# design 1

### config.mk
export PLATFORM = sky130hd
export DESIGN_NAME = wr_sim_uart_beacon
export DESIGN_NICKNAME = d
export VERILOG_FILES = /design/src/rtl/wr_sim_uart_beacon.sv
export SDC_FILE = /design/constraint.sdc
export NUM_CORES = 1
export LEC_CHECK = 0
export ABC_AREA = 1
export CAP_MARGIN = 20
export CORE_UTILIZATION = 45
export CTS_CLUSTER_DIAMETER = 60
export DETAILED_ROUTE_END_ITERATION = 10
export PLACE_DENSITY = 0.62
export SYNTH_ARGS = -nofsm -noshare
export SYNTH_HDL_FRONTEND = slang
export SYNTH_SLANG_ARGS = --single-unit
### constraint.sdc
create_clock -name clk_sys_i -period 1.5 [get_ports clk_sys_i]
set_input_delay 0.15 -clock clk_sys_i [delete_from_list [all_inputs] [get_ports clk_sys_i]]
set_output_delay 0.15 -clock clk_sys_i [all_outputs]
set_load 0.01 [all_outputs]
### src/rtl/wr_sim_uart_beacon.sv
// Simulation UART beacon: sends periodic or on-demand status frames as 8N1 serial bytes.
// Define WR_BEACON_PARITY_EN to switch to 8E1 framing (even parity bit after the data bits).
module wr_sim_uart_beacon #(
  parameter int g_node_id   = 1,
  parameter int g_clk_div   = 1085,
  parameter int g_period    = 125000,
  parameter int g_seq_bytes = 2
) (
  input  logic                     clk_sys_i,
  input  logic                     rst_n_i,
  input  logic                     en_i,
  input  logic                     trig_i,
  input  logic [7:0]               status_i,
  output logic                     uart_txd_o,
  output logic                     busy_o,
  output logic                     frame_done_o,
  output logic [8*g_seq_bytes-1:0] seq_o
);

  localparam int SEQ_W   = 8 * g_seq_bytes;
  localparam int N_BYTES = 4 + g_seq_bytes;
  localparam int FRM_W   = 8 * N_BYTES;
  localparam int DIV_W   = $clog2(g_clk_div);
  localparam int TMR_W   = $clog2(g_period);

  localparam logic [DIV_W-1:0] DIV_LAST  = DIV_W'(g_clk_div - 1);
  localparam logic [DIV_W-1:0] DIV_ONE   = DIV_W'(1);
  localparam logic [TMR_W-1:0] TMR_LAST  = TMR_W'(g_period - 1);
  localparam logic [TMR_W-1:0] TMR_ONE   = TMR_W'(1);
  localparam logic [SEQ_W-1:0] SEQ_ONE   = SEQ_W'(1);
  localparam logic [2:0]       BYTE_LAST = 3'(N_BYTES - 1);
  localparam logic [7:0]       NODE_ID   = 8'(g_node_id);

  typedef enum logic [2:0] {
    ST_IDLE   = 3'd0,
    ST_START  = 3'd1,
    ST_DATA   = 3'd2,
`ifdef WR_BEACON_PARITY_EN
    ST_PARITY = 3'd3,
`endif
    ST_STOP   = 3'd4
  } state_t;

  function automatic logic parity_even(input logic [7:0] b);
    return ^b;
  endfunction

  // Whole frame packed byte 0 at the LSB; the sequence number is byte-swapped so it goes out MSB-first.
  function automatic logic [FRM_W-1:0] build_frame(input logic [7:0] st, input logic [SEQ_W-1:0] sq);
    logic [7:0]       cks;
    logic [SEQ_W-1:0] sq_sw;
    cks   = 8'h55 ^ NODE_ID ^ st;
    sq_sw = '0;
    for (int i = 0; i < g_seq_bytes; i++) begin
      cks                = cks ^ sq[8*i +: 8];
      sq_sw[8*i +: 8]    = sq[8*(g_seq_bytes-1-i) +: 8];
    end
    return {cks, sq_sw, st, NODE_ID, 8'h55};
  endfunction

  state_t             state_r, state_s;
  logic [DIV_W-1:0]   div_r, div_s;
  logic [2:0]         bit_r, bit_s;
  logic [2:0]         byte_r, byte_s;
  logic [FRM_W-1:0]   frame_r, frame_s;
  logic [TMR_W-1:0]   tmr_r, tmr_s;
  logic               pend_r, pend_s;
  logic               txd_r, txd_s;
  logic               busy_r, busy_s;
  logic               done_r, done_s;
  logic [SEQ_W-1:0]   seq_r, seq_s;
  logic [SEQ_W-1:0]   seq_inc_s;
  logic               bit_end_s;
  logic               wrap_s;
  logic               start_s;

  // Periodic request timer, held at zero while disabled
  always_comb begin
    tmr_s  = tmr_r;
    wrap_s = 1'b0;
    if (!en_i) begin
      tmr_s = '0;
    end else if (tmr_r == TMR_LAST) begin
      tmr_s  = '0;
      wrap_s = 1'b1;
    end else begin
      tmr_s = tmr_r + TMR_ONE;
    end
  end

  // Single-entry request flag; a new request in the start cycle re-arms it
  always_comb begin
    pend_s = (pend_r & ~start_s) | trig_i | wrap_s;
  end

  // Serialiser next-state and next-output logic
  always_comb begin
    state_s   = state_r;
    bit_s     = bit_r;
    byte_s    = byte_r;
    frame_s   = frame_r;
    txd_s     = txd_r;
    busy_s    = busy_r;
    done_s    = 1'b0;
    seq_s     = seq_r;
    start_s   = 1'b0;
    seq_inc_s = seq_r + SEQ_ONE;
    bit_end_s = (div_r == DIV_LAST);

    if (state_r == ST_IDLE) begin
      div_s = '0;
    end else if (bit_end_s) begin
      div_s = '0;
    end else begin
      div_s = div_r + DIV_ONE;
    end

    case (state_r)
      ST_IDLE: begin
        if (pend_r) begin
          start_s = 1'b1;
          state_s = ST_START;
          byte_s  = 3'd0;
          frame_s = build_frame(status_i, seq_r);
          txd_s   = 1'b0;
          busy_s  = 1'b1;
        end else begin
          txd_s  = 1'b1;
          busy_s = 1'b0;
        end
      end
      ST_START: begin
        if (bit_end_s) begin
          state_s = ST_DATA;
          bit_s   = 3'd0;
          txd_s   = frame_r[0];
        end else begin
          state_s = ST_START;
        end
      end
      ST_DATA: begin
        if (bit_end_s && (bit_r == 3'd7)) begin
`ifdef WR_BEACON_PARITY_EN
          state_s = ST_PARITY;
          txd_s   = parity_even(frame_r[7:0]);
`else
          state_s = ST_STOP;
          txd_s   = 1'b1;
`endif
        end else if (bit_end_s) begin
          bit_s = bit_r + 3'd1;
          txd_s = frame_r[bit_r + 3'd1];
        end else begin
          state_s = ST_DATA;
        end
      end
`ifdef WR_BEACON_PARITY_EN
      ST_PARITY: begin
        if (bit_end_s) begin
          state_s = ST_STOP;
          txd_s   = 1'b1;
        end else begin
          state_s = ST_PARITY;
        end
      end
`endif
      ST_STOP: begin
        if (bit_end_s && (byte_r == BYTE_LAST)) begin
          done_s = 1'b1;
          seq_s  = seq_inc_s;
          // A queued request chains straight into the next start bit
          if (pend_r) begin
            start_s = 1'b1;
            state_s = ST_START;
            byte_s  = 3'd0;
            frame_s = build_frame(status_i, seq_inc_s);
            txd_s   = 1'b0;
          end else begin
            state_s = ST_IDLE;
            txd_s   = 1'b1;
            busy_s  = 1'b0;
          end
        end else if (bit_end_s) begin
          state_s = ST_START;
          byte_s  = byte_r + 3'd1;
          frame_s = frame_r >> 4'd8;
          txd_s   = 1'b0;
        end else begin
          state_s = ST_STOP;
        end
      end
      default: begin
        state_s = ST_IDLE;
        txd_s   = 1'b1;
        busy_s  = 1'b0;
      end
    endcase
  end

  // State, counters and registered outputs
  always_ff @(posedge clk_sys_i or negedge rst_n_i) begin
    if (!rst_n_i) begin
      state_r <= ST_IDLE;
      div_r   <= '0;
      bit_r   <= 3'd0;
      byte_r  <= 3'd0;
      frame_r <= '0;
      tmr_r   <= '0;
      pend_r  <= 1'b0;
      txd_r   <= 1'b1;
      busy_r  <= 1'b0;
      done_r  <= 1'b0;
      seq_r   <= '0;
    end else begin
      state_r <= state_s;
      div_r   <= div_s;
      bit_r   <= bit_s;
      byte_r  <= byte_s;
      frame_r <= frame_s;
      tmr_r   <= tmr_s;
      pend_r  <= pend_s;
      txd_r   <= txd_s;
      busy_r  <= busy_s;
      done_r  <= done_s;
      seq_r   <= seq_s;
    end
  end

  assign uart_txd_o   = txd_r;
  assign busy_o       = busy_r;
  assign frame_done_o = done_r;
  assign seq_o        = seq_r;

endmodule

# design 2

===== src/rtl/ud_ctrl_pkg.sv =====
// Shared types and constants for the up/down step controller.
package ud_ctrl_pkg;

    typedef enum logic [1:0] {
        IDLE = 2'd0,
        RUN  = 2'd1,
        DONE = 2'd2
    } state_t;

    localparam logic DIR_UP   = 1'b1;
    localparam logic DIR_DOWN = 1'b0;

endpackage


===== src/rtl/ud_modn_tcount.sv =====
// Modulo-MOD up/down counter built from T flip-flops. Each bit toggles when
// its T input is high; T inputs are only non-zero on a preset or an enabled
// step, so the value never changes otherwise and never leaves 0..MOD-1.
module ud_modn_tcount #(
    parameter int MOD = 6,
    localparam int QW = $clog2(MOD)
) (
    input  logic          clk,
    input  logic          reset,
    input  logic          en,
    input  logic          dir,
    input  logic          load,
    input  logic [QW-1:0] load_val,
    output logic [QW-1:0] q,
    output logic          wrap
);
    import ud_ctrl_pkg::*;

    localparam logic [QW-1:0] ZERO_Q = QW'(0);
    localparam logic [QW-1:0] ONE_Q  = QW'(1);
    localparam logic [QW-1:0] MAX_Q  = QW'(MOD - 1);
    localparam logic [QW:0]   MOD_V  = (QW + 1)'(MOD);

    logic [QW-1:0] q_r;
    logic [QW-1:0] nxt_s;
    logic [QW-1:0] tgt_s;
    logic [QW-1:0] t_s;
    logic          edge_s;
    logic          wrap_r;

    // Value one step away in the requested direction, flagging the wrap point.
    always_comb begin
        nxt_s  = q_r;
        edge_s = 1'b0;
        if (dir == DIR_UP) begin
            if (q_r >= MAX_Q) begin
                nxt_s  = ZERO_Q;
                edge_s = 1'b1;
            end else begin
                nxt_s  = q_r + ONE_Q;
            end
        end else begin
            if (q_r == ZERO_Q) begin
                nxt_s  = MAX_Q;
                edge_s = 1'b1;
            end else begin
                nxt_s  = q_r - ONE_Q;
            end
        end
    end

    // Out-of-range presets collapse to zero so the counter stays in range.
    always_comb begin
        tgt_s = ZERO_Q;
        if ({1'b0, load_val} < MOD_V) begin
            tgt_s = load_val;
        end else begin
            tgt_s = ZERO_Q;
        end
    end

    // Toggle inputs: preset wins over stepping; nothing toggles otherwise.
    always_comb begin
        t_s = ZERO_Q;
        if (load) begin
            t_s = q_r ^ tgt_s;
        end else if (en) begin
            t_s = q_r ^ nxt_s;
        end else begin
            t_s = ZERO_Q;
        end
    end

    // T flip-flop bank: each bit flips where its toggle input is set.
    always_ff @(posedge clk or posedge reset) begin
        if (reset) begin
            q_r <= ZERO_Q;
        end else begin
            q_r <= q_r ^ t_s;
        end
    end

    // One-cycle wrap pulse on a step that crosses the modulus boundary.
    always_ff @(posedge clk or posedge reset) begin
        if (reset) begin
            wrap_r <= 1'b0;
        end else begin
            wrap_r <= ~load & en & edge_s;
        end
    end

    assign q    = q_r;
    assign wrap = wrap_r;

endmodule


===== src/rtl/ud_step_ctrl.sv =====
// Command-driven sequencer that owns the modulo-MOD counter: accepts a move
// command (optional preset, direction, step count), steps once per unpaused
// cycle, supports abort, and reports completion with a one-cycle done pulse.
module ud_step_ctrl #(
    parameter int MOD = 6,
    parameter int CW  = 4,
    localparam int QW = $clog2(MOD)
) (
    input  logic          clk,
    input  logic          reset,
    input  logic          cmd_valid,
    output logic          cmd_ready,
    input  logic          cmd_dir,
    input  logic [CW-1:0] cmd_steps,
    input  logic          cmd_load,
    input  logic [QW-1:0] cmd_value,
    input  logic          pause,
    input  logic          abort,
    output logic [QW-1:0] q,
    output logic          busy,
    output logic          done,
    output logic          wrap,
    output logic [CW-1:0] remaining,
    output logic          load_err
);
    import ud_ctrl_pkg::*;

    localparam logic [QW:0]   MOD_V   = (QW + 1)'(MOD);
    localparam logic [CW-1:0] ZERO_C  = CW'(0);
    localparam logic [CW-1:0] ONE_C   = CW'(1);

    state_t        state_r;
    state_t        next_state_s;
    logic [CW-1:0] remaining_r;
    logic          dir_r;
    logic          busy_r;
    logic          done_r;
    logic          ready_r;
    logic          load_err_r;
    logic          accept_s;
    logic          step_s;
    logic          load_s;
    logic          load_bad_s;

    assign accept_s   = cmd_valid & (state_r == IDLE);
    assign step_s     = (state_r == RUN) & ~abort & ~pause;
    assign load_s     = accept_s & cmd_load;
    assign load_bad_s = load_s & ({1'b0, cmd_value} >= MOD_V);

    // Next-state logic: abort beats pause, last step leads to DONE.
    always_comb begin
        next_state_s = state_r;
        case (state_r)
            IDLE: begin
                if (accept_s) begin
                    if (cmd_steps == ZERO_C) begin
                        next_state_s = DONE;
                    end else begin
                        next_state_s = RUN;
                    end
                end else begin
                    next_state_s = IDLE;
                end
            end
            RUN: begin
                if (abort) begin
                    next_state_s = IDLE;
                end else if (step_s && (remaining_r == ONE_C)) begin
                    next_state_s = DONE;
                end else begin
                    next_state_s = RUN;
                end
            end
            DONE: begin
                next_state_s = IDLE;
            end
            default: begin
                next_state_s = IDLE;
            end
        endcase
    end

    // State register plus status outputs registered from the next state.
    always_ff @(posedge clk or posedge reset) begin
        if (reset) begin
            state_r <= IDLE;
            busy_r  <= 1'b0;
            done_r  <= 1'b0;
            ready_r <= 1'b1;
        end else begin
            state_r <= next_state_s;
            busy_r  <= (next_state_s == RUN);
            done_r  <= (next_state_s == DONE);
            ready_r <= (next_state_s == IDLE);
        end
    end

    // Remaining-step counter and latched direction for the active command.
    always_ff @(posedge clk or posedge reset) begin
        if (reset) begin
            remaining_r <= ZERO_C;
            dir_r       <= DIR_UP;
        end else if (accept_s) begin
            remaining_r <= cmd_steps;
            dir_r       <= cmd_dir;
        end else if ((state_r == RUN) && abort) begin
            remaining_r <= ZERO_C;
        end else if (step_s) begin
            remaining_r <= remaining_r - ONE_C;
        end else begin
            remaining_r <= remaining_r;
        end
    end

    // One-cycle pulse when an accepted preset was out of range.
    always_ff @(posedge clk or posedge reset) begin
        if (reset) begin
            load_err_r <= 1'b0;
        end else begin
            load_err_r <= load_bad_s;
        end
    end

    ud_modn_tcount #(.MOD(MOD)) u_count (
        .clk      (clk),
        .reset    (reset),
        .en       (step_s),
        .dir      (dir_r),
        .load     (load_s),
        .load_val (cmd_value),
        .q        (q),
        .wrap     (wrap)
    );

    assign cmd_ready = ready_r;
    assign busy      = busy_r;
    assign done      = done_r;
    assign remaining = remaining_r;
    assign load_err  = load_err_r;

endmodule


===== config.mk =====
export PLATFORM = sky130hd
export DESIGN_NAME = ud_step_ctrl
export DESIGN_NICKNAME = d
export VERILOG_FILES = /design/src/rtl/ud_ctrl_pkg.sv /design/src/rtl/ud_modn_tcount.sv /design/src/rtl/ud_step_ctrl.sv
export SDC_FILE = /design/constraint.sdc
export NUM_CORES = 1
export LEC_CHECK = 0
export ABC_AREA = 1
export CAP_MARGIN = 20
export CORE_MARGIN = 3
export CORE_UTILIZATION = 30
export CTS_CLUSTER_SIZE = 20
export DETAILED_ROUTE_END_ITERATION = 12
export GPL_TIMING_DRIVEN = 1
export PLACE_DENSITY_LB_ADDON = 0.15
export SYNTH_ARGS = -nofsm -noshare
export SYNTH_HDL_FRONTEND = slang
export SYNTH_HIERARCHICAL = 1
export SYNTH_SLANG_ARGS = --single-unit

===== constraint.sdc =====
create_clock -name clk -period 1.52 [get_ports clk]
set_input_delay 0.228 -clock clk [delete_from_list [all_inputs] [get_ports clk]]
set_output_delay 0.228 -clock clk [all_outputs]
set_load 0.05 [all_outputs]

# design 3

--- src/rtl/readout_pkg.sv ---
// Shared types and constants for the measurement readout frame generator.
package readout_pkg;

    typedef enum logic [2:0] {
        IDLE,
        HDR,
        SEQ,
        DATA,
        CHK
    } state_t;

    localparam int unsigned FRAME_BYTES = 15;
    localparam int unsigned DATA_BYTES  = 12;
    localparam logic [7:0]  CRC8_POLY   = 8'h07;

endpackage

--- src/rtl/crc8_byte_step.sv ---
// Combinational CRC-8 update over one byte, MSB first, no reflection.
module crc8_byte_step
    import readout_pkg::*;
(
    input  logic [7:0] crc_in,
    input  logic [7:0] byte_in,
    output logic [7:0] crc_out
);

    always_comb begin
        crc_out = crc_in ^ byte_in;
        for (int i = 0; i < 8; i++) begin
            crc_out = crc_out[7] ? ((crc_out << 1) ^ CRC8_POLY) : (crc_out << 1);
        end
    end

endmodule

--- src/rtl/measurement_readout.sv ---
// Snapshots TIME_HIGH/TIME_LOW/PERIOD on START and streams a 15-byte frame over valid/ready.
// Define READOUT_CRC8_EN to send a CRC-8 instead of the XOR checksum in the CHK byte.
module measurement_readout
    import readout_pkg::*;
#(
    parameter logic [7:0]  HEADER_BYTE = 8'hA5,
    parameter int unsigned COUNT_WIDTH = 32
) (
    input  logic                   CLK,
    input  logic                   RST_N,
    input  logic [COUNT_WIDTH-1:0] TIME_HIGH,
    input  logic [COUNT_WIDTH-1:0] TIME_LOW,
    input  logic [COUNT_WIDTH-1:0] PERIOD,
    input  logic                   START,
    input  logic                   CLR_OVERRUN,
    output logic [7:0]             BYTE_OUT,
    output logic                   BYTE_VALID,
    input  logic                   BYTE_READY,
    output logic                   BUSY,
    output logic                   OVERRUN
);

    localparam int unsigned SNAP_W   = 3 * COUNT_WIDTH;
    localparam logic [3:0]  LAST_IDX = 4'(DATA_BYTES - 1);

    state_t            state_q;
    logic [3:0]        idx_q;
    logic [SNAP_W-1:0] snap_q;
    logic [7:0]        seq_q;
    logic [7:0]        chk_q;
    logic [7:0]        chk_next;
    logic [7:0]        snap_top;
    logic              xfer;

    assign xfer     = BYTE_VALID & BYTE_READY;
    assign snap_top = snap_q[SNAP_W-1 -: 8];

    // BYTE_OUT always holds the byte being offered, so it is the checksum input on transfer.
`ifdef READOUT_CRC8_EN
    crc8_byte_step u_crc8_byte_step (
        .crc_in  (chk_q),
        .byte_in (BYTE_OUT),
        .crc_out (chk_next)
    );
`else
    always_comb begin
        chk_next = chk_q ^ BYTE_OUT;
    end
`endif

    always_ff @(posedge CLK or negedge RST_N) begin
        if (!RST_N) begin
            state_q    <= IDLE;
            idx_q      <= '0;
            snap_q     <= '0;
            seq_q      <= '0;
            chk_q      <= '0;
            BYTE_OUT   <= '0;
            BYTE_VALID <= 1'b0;
            BUSY       <= 1'b0;
            OVERRUN    <= 1'b0;
        end else begin
            if (START && BUSY) begin
                OVERRUN <= 1'b1;
            end else if (CLR_OVERRUN) begin
                OVERRUN <= 1'b0;
            end

            unique case (state_q)
                IDLE: begin
                    if (START) begin
                        state_q    <= HDR;
                        snap_q     <= {PERIOD, TIME_HIGH, TIME_LOW};
                        chk_q      <= '0;
                        BYTE_OUT   <= HEADER_BYTE;
                        BYTE_VALID <= 1'b1;
                        BUSY       <= 1'b1;
                    end
                end
                HDR: begin
                    if (xfer) begin
                        state_q  <= SEQ;
                        BYTE_OUT <= seq_q;
                    end
                end
                SEQ: begin
                    if (xfer) begin
                        state_q  <= DATA;
                        idx_q    <= '0;
                        chk_q    <= chk_next;
                        BYTE_OUT <= snap_top;
                        snap_q   <= snap_q << 8;
                    end
                end
                DATA: begin
                    if (xfer) begin
                        chk_q <= chk_next;
                        if (idx_q == LAST_IDX) begin
                            state_q  <= CHK;
                            BYTE_OUT <= chk_next;
                        end else begin
                            idx_q    <= idx_q + 4'd1;
                            BYTE_OUT <= snap_top;
                            snap_q   <= snap_q << 8;
                        end
                    end
                end
                CHK: begin
                    if (xfer) begin
                        state_q    <= IDLE;
                        BYTE_OUT   <= '0;
                        BYTE_VALID <= 1'b0;
                        BUSY       <= 1'b0;
                        seq_q      <= seq_q + 8'd1;
                    end
                end
                default: state_q <= IDLE;
            endcase
        end
    end

endmodule
--- config.mk ---
export PLATFORM = sky130hd
export DESIGN_NAME = measurement_readout
export DESIGN_NICKNAME = d
export VERILOG_FILES = /design/src/rtl/readout_pkg.sv /design/src/rtl/crc8_byte_step.sv /design/src/rtl/measurement_readout.sv
export SDC_FILE = /design/constraint.sdc
export NUM_CORES = 1
export LEC_CHECK = 0
export ABC_AREA = 1
export CORE_ASPECT_RATIO = 0.7
export CORE_UTILIZATION = 30
export CTS_BUF_LIST = sky130_fd_sc_hd__clkbuf_4 sky130_fd_sc_hd__clkbuf_8
export DETAILED_ROUTE_END_ITERATION = 16
export PLACE_DENSITY_LB_ADDON = 0.08
export SYNTH_ARGS = -nofsm -noshare
export SYNTH_HDL_FRONTEND = slang
export SYNTH_SLANG_ARGS = --single-unit
--- constraint.sdc ---
create_clock -name CLK -period 1.9 [get_ports CLK]
set_input_delay 0.285 -clock CLK [delete_from_list [all_inputs] [get_ports CLK]]
set_output_delay 0.285 -clock CLK [all_outputs]
set_load 0.005 [all_outputs]
# design 4

===== src/rtl/npc_predict.sv =====
// npc_predict: fetch-stage next-PC unit.
// Holds the fetch PC and picks the next fetch address. The candidates, in
// priority order, are reset, a back-end redirect, a stall hold, a BTB
// prediction, and pc+4. The BTB is direct-mapped and each entry carries a
// 2-bit saturating direction counter. Resolved branches from execute train it.
//
// Ports:
//   clk, rst        clock; asynchronous active-high reset
//   stall           hold pc (redirects and training still proceed)
//   pc              registered fetch address
//   pc4             pc + 4 (wraps)
//   pred_taken      BTB hit at pc with counter >= 2
//   pred_target     BTB target at pc, 0 on miss
//   res_valid       a control transfer resolved this cycle
//   res_pc          address of the resolved instruction
//   res_taken       actual direction
//   res_target      actual taken target
//   res_mispredict  wrong-path fetch; redirect (qualified by res_valid)
module npc_predict #(
  parameter int unsigned     WIDTH       = 32,
  parameter logic [WIDTH-1:0] RESET_PC   = '0,
  parameter int unsigned     BTB_ENTRIES = 16
) (
  input  logic             clk,
  input  logic             rst,
  input  logic             stall,
  output logic [WIDTH-1:0] pc,
  output logic [WIDTH-1:0] pc4,
  output logic             pred_taken,
  output logic [WIDTH-1:0] pred_target,
  input  logic             res_valid,
  input  logic [WIDTH-1:0] res_pc,
  input  logic             res_taken,
  input  logic [WIDTH-1:0] res_target,
  input  logic             res_mispredict
);

  localparam int unsigned IDX_BITS = $clog2(BTB_ENTRIES);
  localparam int unsigned TAG_W    = WIDTH - IDX_BITS - 2;
  localparam logic [WIDTH-1:0] FOUR = WIDTH'(4);

  logic [BTB_ENTRIES-1:0] btb_valid;
  logic [1:0]             btb_ctr    [BTB_ENTRIES];
  logic [TAG_W-1:0]       btb_tag    [BTB_ENTRIES];
  logic [WIDTH-1:0]       btb_target [BTB_ENTRIES];

  logic [IDX_BITS-1:0] pc_idx;
  logic [TAG_W-1:0]    pc_tag;
  logic                pc_hit;
  logic [IDX_BITS-1:0] res_idx;
  logic [TAG_W-1:0]    res_tag;
  logic                res_hit;
  logic [WIDTH-1:0]    next_pc;

  // Lookup on the current fetch PC
  always_comb begin
    pc_idx      = pc[IDX_BITS+1:2];
    pc_tag      = pc[WIDTH-1:IDX_BITS+2];
    pc_hit      = btb_valid[pc_idx] && (btb_tag[pc_idx] == pc_tag);
    pc4         = pc + FOUR;
    pred_taken  = pc_hit && btb_ctr[pc_idx][1];
    pred_target = pc_hit ? btb_target[pc_idx] : '0;
  end

  // Lookup on the resolving instruction, used for training
  always_comb begin
    res_idx = res_pc[IDX_BITS+1:2];
    res_tag = res_pc[WIDTH-1:IDX_BITS+2];
    res_hit = btb_valid[res_idx] && (btb_tag[res_idx] == res_tag);
  end

  always_comb begin
    next_pc = pc4;
    if (res_valid && res_mispredict)
      next_pc = res_taken ? res_target : res_pc + FOUR;
    else if (stall)
      next_pc = pc;
    else if (pred_taken)
      next_pc = pred_target;
  end

  always_ff @(posedge clk or posedge rst) begin
    if (rst) pc <= RESET_PC;
    else     pc <= next_pc;
  end

  // Valid bits and counters are reset. Tag and target need no reset because
  // an entry is meaningless until its valid bit is set.
  always_ff @(posedge clk or posedge rst) begin
    if (rst) begin
      btb_valid <= '0;
      btb_ctr   <= '{default: 2'd1};
    end else if (res_valid) begin
      if (res_hit) begin
        if (res_taken && btb_ctr[res_idx] != 2'd3)
          btb_ctr[res_idx] <= btb_ctr[res_idx] + 2'd1;
        else if (!res_taken && btb_ctr[res_idx] != 2'd0)
          btb_ctr[res_idx] <= btb_ctr[res_idx] - 2'd1;
      end else if (res_taken) begin
        btb_valid[res_idx] <= 1'b1;
        btb_ctr[res_idx]   <= 2'd2;
      end
    end
  end

  // On a hit the tag already matches, so rewriting it is harmless. This lets
  // the hit-update and allocate cases share a single write.
  always_ff @(posedge clk) begin
    if (res_valid && res_taken) begin
      btb_tag[res_idx]    <= res_tag;
      btb_target[res_idx] <= res_target;
    end
  end

endmodule


===== config.mk =====
export PLATFORM = sky130hd
export DESIGN_NAME = npc_predict
export DESIGN_NICKNAME = d
export VERILOG_FILES = /design/src/rtl/npc_predict.sv
export SDC_FILE = /design/constraint.sdc
export NUM_CORES = 1
export LEC_CHECK = 0
export CAP_MARGIN = 20
export CORE_MARGIN = 3
export CORE_UTILIZATION = 50
export DETAILED_ROUTE_END_ITERATION = 8
export PLACE_DENSITY = 0.68
export SETUP_SLACK_MARGIN = 0.4
export SYNTH_ARGS = -nofsm -noshare
export SYNTH_HDL_FRONTEND = slang
export SYNTH_SLANG_ARGS = --single-unit

===== constraint.sdc =====
create_clock -name clk -period 11.7 [get_ports clk]
set_input_delay 2.34 -clock clk [delete_from_list [all_inputs] [get_ports clk]]
set_output_delay 2.34 -clock clk [all_outputs]
set_load 0.01 [all_outputs]

Figure 1. Register map, names as in the netlist (design 1).
Bar = 20 um.
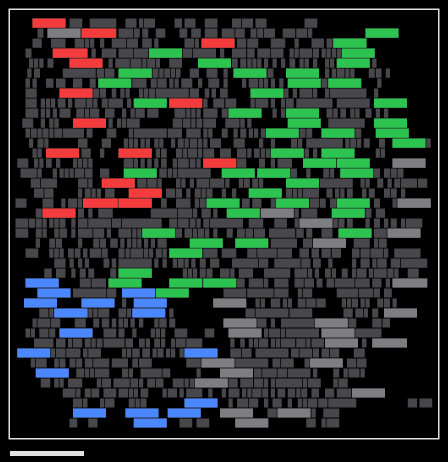
red -> seq_o  # sequential cells 16
green -> frame_r  # sequential cells 48
blue -> tmr_r  # sequential cells 17, where south-west
not colored = 24
end-of-flow core utilization: 66.9%
seq pwr: 2.88 mW
register cell area after layout: 2630 um2

Figure 2. Signal wires by layer (design 1).
Bar = 20 um. Two of the layers only.
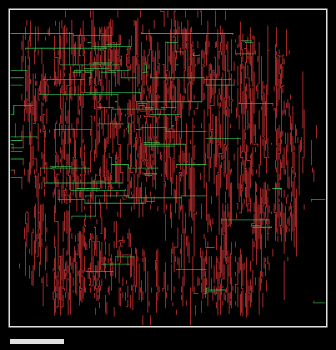
red -> M2  # wire length 8440 um
green -> M3  # wire length 871 um
via count: 5991
Total Wirelength: 17300 um
drt wl/cell: 15.3 um
total global-route track usage: 26.6%

==> run notes, design 1 <==
run metrics: layout cells sized above 1 30.1%, Placed Area 7170 um2, crit-path max FO ~46, # rows about 41, Setup WS post-layout -0.257 ns, Async S/R FF share, synth 100%, Tapcells 172, WP data arrival between 2 and 2.5 ns, Rel. slew slack ~70%, RSZ-0062 raised after global routing true, die x size between 100 and 150 um, GR Util met2 a little over two fifths, Logic pwr share around 4.2%, Synth top cell by count nand2_1, Yosys top cell by area dfrtp_1, Clock power frac about 44%, met3 GRT Util 3.84%, syn avg cell area roughly 7.3 um2, Largest register FFs 48, Max Transition Viols Final 0, H-tree depth 3, met1 usage 36.5%, clock tree sinks between 100 and 150, die y size around 120 um, Setup Skew roughly 0.011 ns, Non-Clock Buffer Area Fraction about 19%, Hold WC Path Type input pin to async pin, status finished, violations left, Post-Syn Instances 802, clock network power approximately 2.4 mW, failing checks negative setup slack, routed vias/inst approximately 5.3, Syn-to-layout area delta 43.9%, vias in the first global route 5644, worst slew pin tran ~0.43 ns, CTS root buf clkbuf_16, Setup Buffers After CTS 17, internal power between 4 and 5 mW, main flop type dfrtp_1, cell area after layout approximately 8500 um2, P_leak between 4 and 5 nW, final setup violation count 78, ANT cells 0, Pre-antenna DRT Iters 7, switch share 23.4%, Logic area 3410 um2, Worst-Skew Late Latency 0.36 ns, number of enable flip-flop cells 0, maximum clock insertion buffer count 2
-- design 1: cells by family after synthesis --
logic type	Yosys count	synth area share, %
xor gates and xnor gates	23	3.42
DFF	105	44.6
buffers and inverters	105	7.43
AOI/OAI and AO/OA	95	8.70
and+or+nand+nor	466	34.1
adders and majority gates	8	1.70
-- design 1: path summary, 6_finish.rpt --
check	start	end
max	byte_r[1]	frame_r[41]
min	rst_n_i	div_r[9]
max reg2reg	byte_r[1]	frame_r[41]
min reg2reg	frame_r[14]	frame_r[14]
max in group asynchronous	rst_n_i	seq_o[15]
min in group clk_sys_i	trig_i	pend_r
-- design 1: cells in the final DEF (no fill, tap or decap), types with 5 or more instances in the layout --
master and instances:
nand3_2 21, nand3_1 61, nand2_2 23, inv_2 12, nor2_4 13, clkdlybuf4s50_1 13
a21oi_1 19, o21ai_2 5, nand4_1 13, dfrtp_1 100, dlygate4sd2_1 13, inv_1 66
nand3_4 5, xor2_1 14, buf_6 16, buf_12 9, buf_4 100, xnor2_1 8
clkbuf_16 11, nor2_1 67, nand2_4 9, nor3_2 7, o21ai_1 23, nor2_2 11
nand2_1 213, nor3_1 7, o21ai_0 29, inv_6 5
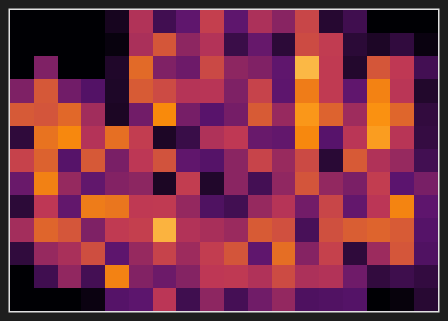
Figure 3: design 3, cell area per tile.
18 x 13 tiles, from black (low) to pale yellow (high), 0 to 100% covered.
nearly empty tiles = 8.5%
fullest tile = 85%
mean over tiles = 36%
emptiest ninth of the die = north-west
fp_density: 30.8%
Core Area: 21800 um2
end-of-flow core utilization: 40.0%

Figure 4. Placed cells, one color a class (design 3).
Bar = 50 um. Fill, decap, tap and diode cells in gray.
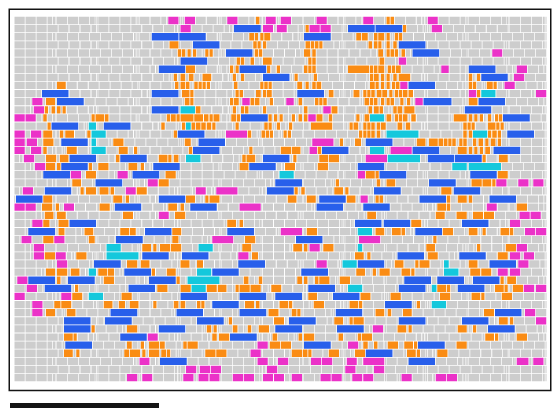
magenta -> remaining buffers and delay cells  # cells 134
blue -> registers  # cells 129
orange -> remaining logic cells  # cells 549
cyan -> clock drivers and dummy loads  # cells 32

==> run notes, design 3 <==
run metrics: adder share 0.372%, cell area after layout approximately 8700 um2, DR top layer met4, Yosys cell types 31, Seq cells 129, routability congestion estimate around 0.83, worst slew pin tran about 0.45 ns, final setup violation count 0, minimum clock period about 1.8 ns, die y size 127 um, Total Wirelength between 15000 and 20000 um, Num CTS Buffers 17, Hold WC Path Type input pin to async pin, GRT busiest layer met1, chip area 23000 um2, M1 WL a little under 9000 um, stage-log warning count 26, met2 WL a little over 7000 um, Critical Path End BYTE_VALID, total global-route track usage 15.8%, die x size around 180 um, H-tree depth 4, yosys cell count around 720, worst setup path start BUSY, Worst-path clk slew approximately 0.08 ns, Nets approximately 930, CTS root buf clkbuf_8, Net Sw Power between 6 and 7 mW, Post-Syn Instances roughly 720, clock network power 2.79 mW, Top cells by area dfrtp_1 (48%), mux2i_1 (13%), nand2_1 (12%), o21ai_2 (10%), inv_1 (2.5%), R2R setup slack approximately 0.17 ns, Pre-antenna DRT Iters 5, Tapcells 282, ANT nets after route 0, sequential share of cell area between 30% and 40%, comb_multi_in 500, PD cells between 1500 and 2000 nW/um2, Main power group combinational logic, Worst-Skew Late Latency 0.45 ns, switch share about two fifths, # fillers 2144, maximum clock insertion buffer count 2, Synth Net Count roughly 820, Clock power frac between 10% and 20%, final worst path period share 93.8%, main logic family after synthesis simple AND/OR/NAND/NOR gates, CTS tree done, inverters 49, P_leak around 4.2 nW, status completed, met3 GRT Util roughly 5.7%, path length in cells of the critical path 2, crit-path max cell delay 0.50 ns, CP Buf/Inv Count 2, Slowest cell on crit path clkdlybuf4s50_1, clock tree sinks 129, initial DRC count between 300 and 400, Fin Hold WS 0.314 ns, post-synthesis xor/xnor area fraction between 1 and 1.5%, Setup WS post-layout roughly 0.12 ns
## design 3: what timing repair did
item | CTS | global route
resized | 0 | 1
hold endpoints to repair | 35 | 0
setup buffers | 0 | 0
setup endpoints to repair | 0 | 24
hold buffers | 1 | 0
## design 3: Yosys cell counts
cell type	count
nand2_1	211
dfrtp_1	129
mux2i_1	88
o21ai_2	80
inv_1	45
nand3_1	31
o21ai_1	20
nor2_1	19
buf_2	18
nand2_2	13
buf_6	9
o21ai_0	8
nand4_1	6
buf_4	5
xnor2_1	5
xor2_1	5
clkbuf_1	3
nor2_2	3
nor3_1	3
ha_1	2
inv_2	2
buf_8	1
clkbuf_2	1
clkinv_1	1
clkinv_2	1
nand3_2	1
nand3b_1	1
nor2_4	1
o21bai_1	1
o22ai_1	1
or2_2	1
## design 3: state kept, by name, indices dropped and copies added, names as in the netlist
name / count
idx_q: 4
BUSY: 1
state_q: 3
snap_q: 96
OVERRUN: 1
seq_q: 8
BYTE_OUT: 8
chk_q: 8
## design 3: logic make-up (layout without fill, tap and decap cells)
family          after synthesis  in the layout
xor+xnor                     10             10
buf+inv                      86            215
simple gates                290            290
flops                       129            129
other cells                   0              1
compound gates              110            110
fa+ha+maj                     2              2
mux                          88             88
Figure 5. Register map, names as in the netlist (design 2).
Bar = 20 um.
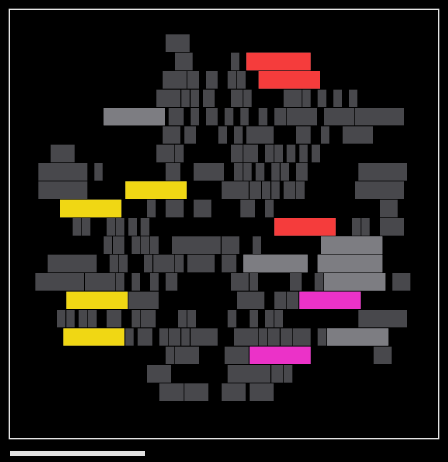
magenta -> state_r  # sequential cells 2
yellow -> remaining  # sequential cells 4, where west
red -> u_count/q  # sequential cells 3
sequential share of cell area: 26.6%
end-of-flow core utilization: 46.0%
seq pwr: 0.726 mW

==> run notes, design 2 <==
run metrics: status completed, Slowest cell on crit path dfrtp_1, die x size about 63 um, layout cells sized above 1 roughly a quarter, flops out of synthesis 15, H-tree depth 1, adder share ~7.6%, Yosys top cell by area dfrtp_1, final setup violation count 0, total global-route track usage a little under an eighth, Num CTS Buffers 3, Net Sw Power roughly 1.2 mW, Async S/R FF share, synth 100%, Final Hold Viols 0, # fillers between 300 and 400, Syn Std Cell Area roughly 1000 um2, Worst-path clk slew about 0.11 ns, CTS Hold Buffers Added 0, critical path type register to register, top cells by count, synth nand2_1 (43), inv_1 (18), dfrtp_1 (13), CTS tree done, internal power about 1.3 mW, Nets 186, chip area approximately 4000 um2, Worst VDD drop approximately 0.0012 V, Ports 26, CP dominant cell by count nand2_1, Placed Area around 1400 um2, clock tree sinks 15, Synth top cell by count nand2_1, Fmax around 760 MHz, combinational cell power 1.60 mW, Reg power frac roughly 28%, Worst-Skew Late Latency roughly 0.29 ns, register cell area after layout roughly 380 um2, Sum Neg Setup Slack 0 ns, Rel. slew slack 69.3%, synth warn 6, Largest register FFs 4, Logic area roughly 500 um2, Total Wirelength between 2000 and 2500 um, post-synthesis xor/xnor area fraction less than 1%, syn avg cell area around 7.4 um2, most frequent cells in the layout nand2_1 (43), inv_1 (18), clkdlybuf4s50_1 (13), routability congestion estimate about 0.85, PD cells ~1800 nW/um2, number of enable flip-flop cells 0, most used logic cell in the final layout nand2_1, crit-path max cell delay between 0.3 and 0.4 ns, Inst Count DP slightly above 200, Post-Syn Instances between 100 and 150, synthesis area per yosys 988 um2, Yosys cell types 23, first-pass GRT wire length ~3700 um, fp_density a little under a third
-- design 2: routing by layer --
layer  routed length, um  track usage [%]  up-vias
li1                    -                -      473
met1                 974             14.8      404
met2                1010             18.4       18
met3                  97             2.85        2
met4                   8             3.23        0
met5                   0                0        -
-- design 2: final cells by class --
| class | instances | share of cell area [%] |
|---|---|---|
| Clock buffer | 3 | 1.58 |
| Timing Repair Buffer | 29 | 25.4 |
| Sequential cell | 15 | 26.6 |
| Clock inverter | 1 | 0.526 |
| Tap cell | 44 | 3.86 |
| Inverter | 25 | 6.93 |
| Multi-Input combinational cell | 92 | 35.1 |
-- design 2: kinds of logic after synthesis --
logic type,Yosys count
adder cells (fa/ha/maj),6
flip-flops,15
XOR/XNOR,1
AND-OR/OR-AND,12
buffers and inverters,26
AND/OR/NAND/NOR,73
-- design 2: path summary, 6_finish.rpt --
path	from	to	slack [ns]	depth (start not counted)
max	state_r[1]	u_count/q[2]	0.20	10
min	reset	u_count/q[2]	0.14	2
max reg2reg	state_r[1]	u_count/q[2]	0.20	10
min reg2reg	dir_r	dir_r	0.52	2
max in group asynchronous	reset	dir_r	0.92	2
min in group clk	cmd_dir	dir_r	0.43	3
Figure 6. Placed cells, one color a class (design 4).
Bar = 100 um. Fill, decap, tap and diode cells in gray.
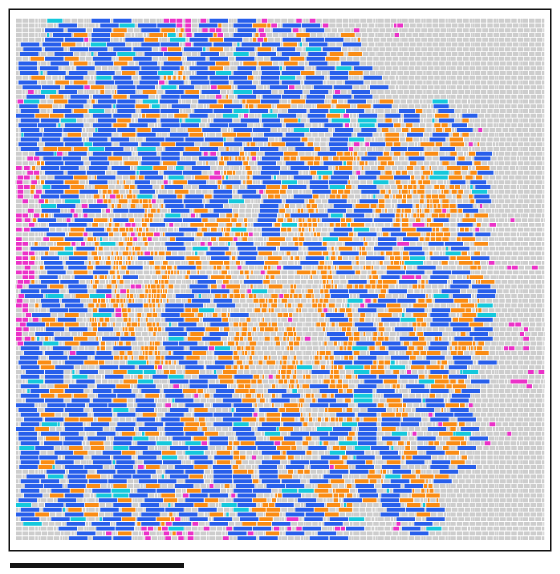
orange -> remaining logic cells  # cells 1419
blue -> registers  # cells 1008
cyan -> clock drivers and dummy loads  # cells 187
magenta -> remaining buffers and delay cells  # cells 236
end-of-flow core utilization: 57.8%
# rows: 110

==> run notes, design 4 <==
run metrics: yosys cell count roughly 2.6k, via count 27.9k, critical path type register to primary output, inverters 24, Layout clock area frac ~6.5%, Post-Syn Instances approximately 2.6k, WP data arrival 6.60 ns, flops out of synthesis between 1k and 1.5k, PD cells ~180 nW/um2, Total Wirelength about 150000 um, status completed, worst r2r src pc[3], Layout Cells excl Fill between 4k and 5k, syn avg cell area 17.7 um2, Main power group registers, R2R setup slack between 6 and 7 ns, hpwl dp ~90000 um
## design 4: sequential cells by signal, summed over array words and instances (netlist names)
name,cells
btb_valid,16
btb_target,512
btb_ctr,32
btb_tag,416
pc,32
## design 4: cells in the mapped netlist, drive strengths merged, types with 23 or more instances
| cell type | number | area share (%) |
|---|---|---|
| edfxtp | 928 | 61 |
| mux4 | 326 | 16 |
| mux2i | 206 | 4.5 |
| nand2 | 118 | 0.96 |
| buf | 92 | 1.1 |
| clkbuf | 90 | 0.73 |
| dfrtp | 64 | 3.5 |
| a22oi | 58 | 0.96 |
| xnor2 | 57 | 1.1 |
| a21oi | 54 | 0.59 |
| mux2 | 51 | 1.3 |
| nor2 | 51 | 0.42 |
| and2 | 45 | 0.61 |
| nand3 | 41 | 0.46 |
| xor2 | 34 | 0.65 |
| and3 | 30 | 0.41 |
| a22o | 23 | 0.44 |
| nand4 | 23 | 0.31 |
| nor3 | 23 | 0.25 |
## design 4: routing by layer
layer	global-route usage, %	wire [um]	vias up
met5	0	66	-
met4	11.0	5600	10
met2	46.3	66100	2084
met3	9.11	19000	357
met1	42.6	54500	14400
li1	-	-	11100


==> notes/layouts.md <==
Pictures saved along the way, in no particular order.

Signal wires by layer.
panel A
Bar = 20 um. Two of the layers only.
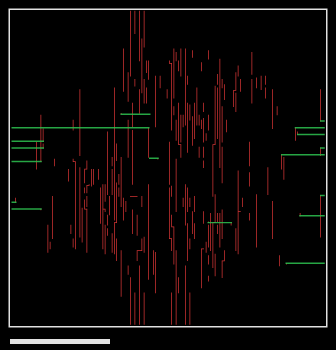
panel B
Bar = 100 um. Two of the layers only.
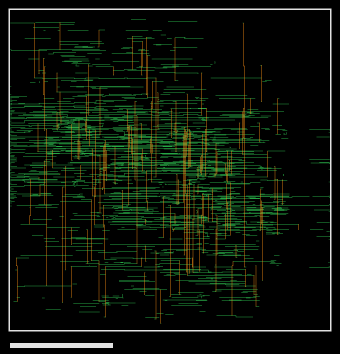
panel C
Bar = 50 um. Two of the layers only.
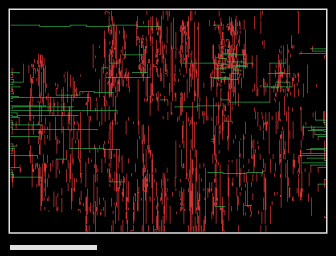
Panel A is design 2.
Panel B is design 4.
Panel C is design 3.
Of these, least wire: panel A
Of these, smallest die: panel A

Key to panel C:
red -> M2  # wire length 7210 um
green -> M3  # wire length 1080 um


==> layout pictures side by side <==
Cell area per tile.
image #1
6 x 6 tiles, from black (low) to pale yellow (high), 0 to 100% covered.
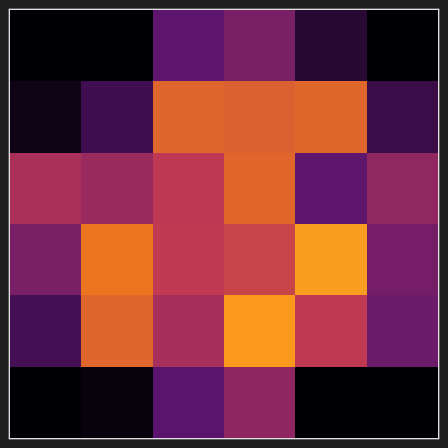
image #2
31 x 31 tiles, from black (low) to pale yellow (high), 0 to 100% covered.
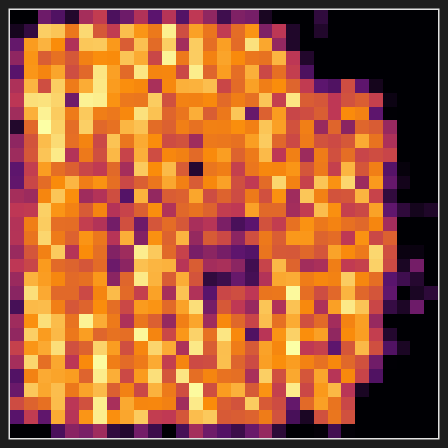
image #3
12 x 12 tiles, from black (low) to pale yellow (high), 0 to 100% covered.
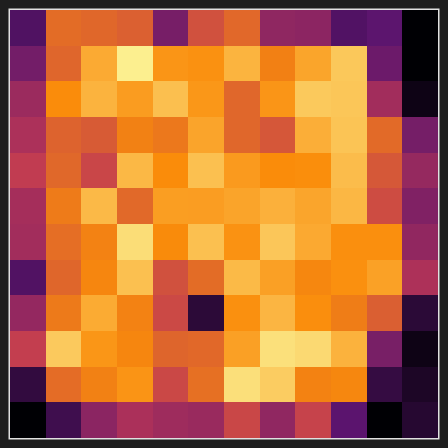
image #3: design 1
image #1: design 2
image #2: design 4
The one with the highest utilization is image #3.

No activity file was given, so power comes from the tool's default toggle rates.
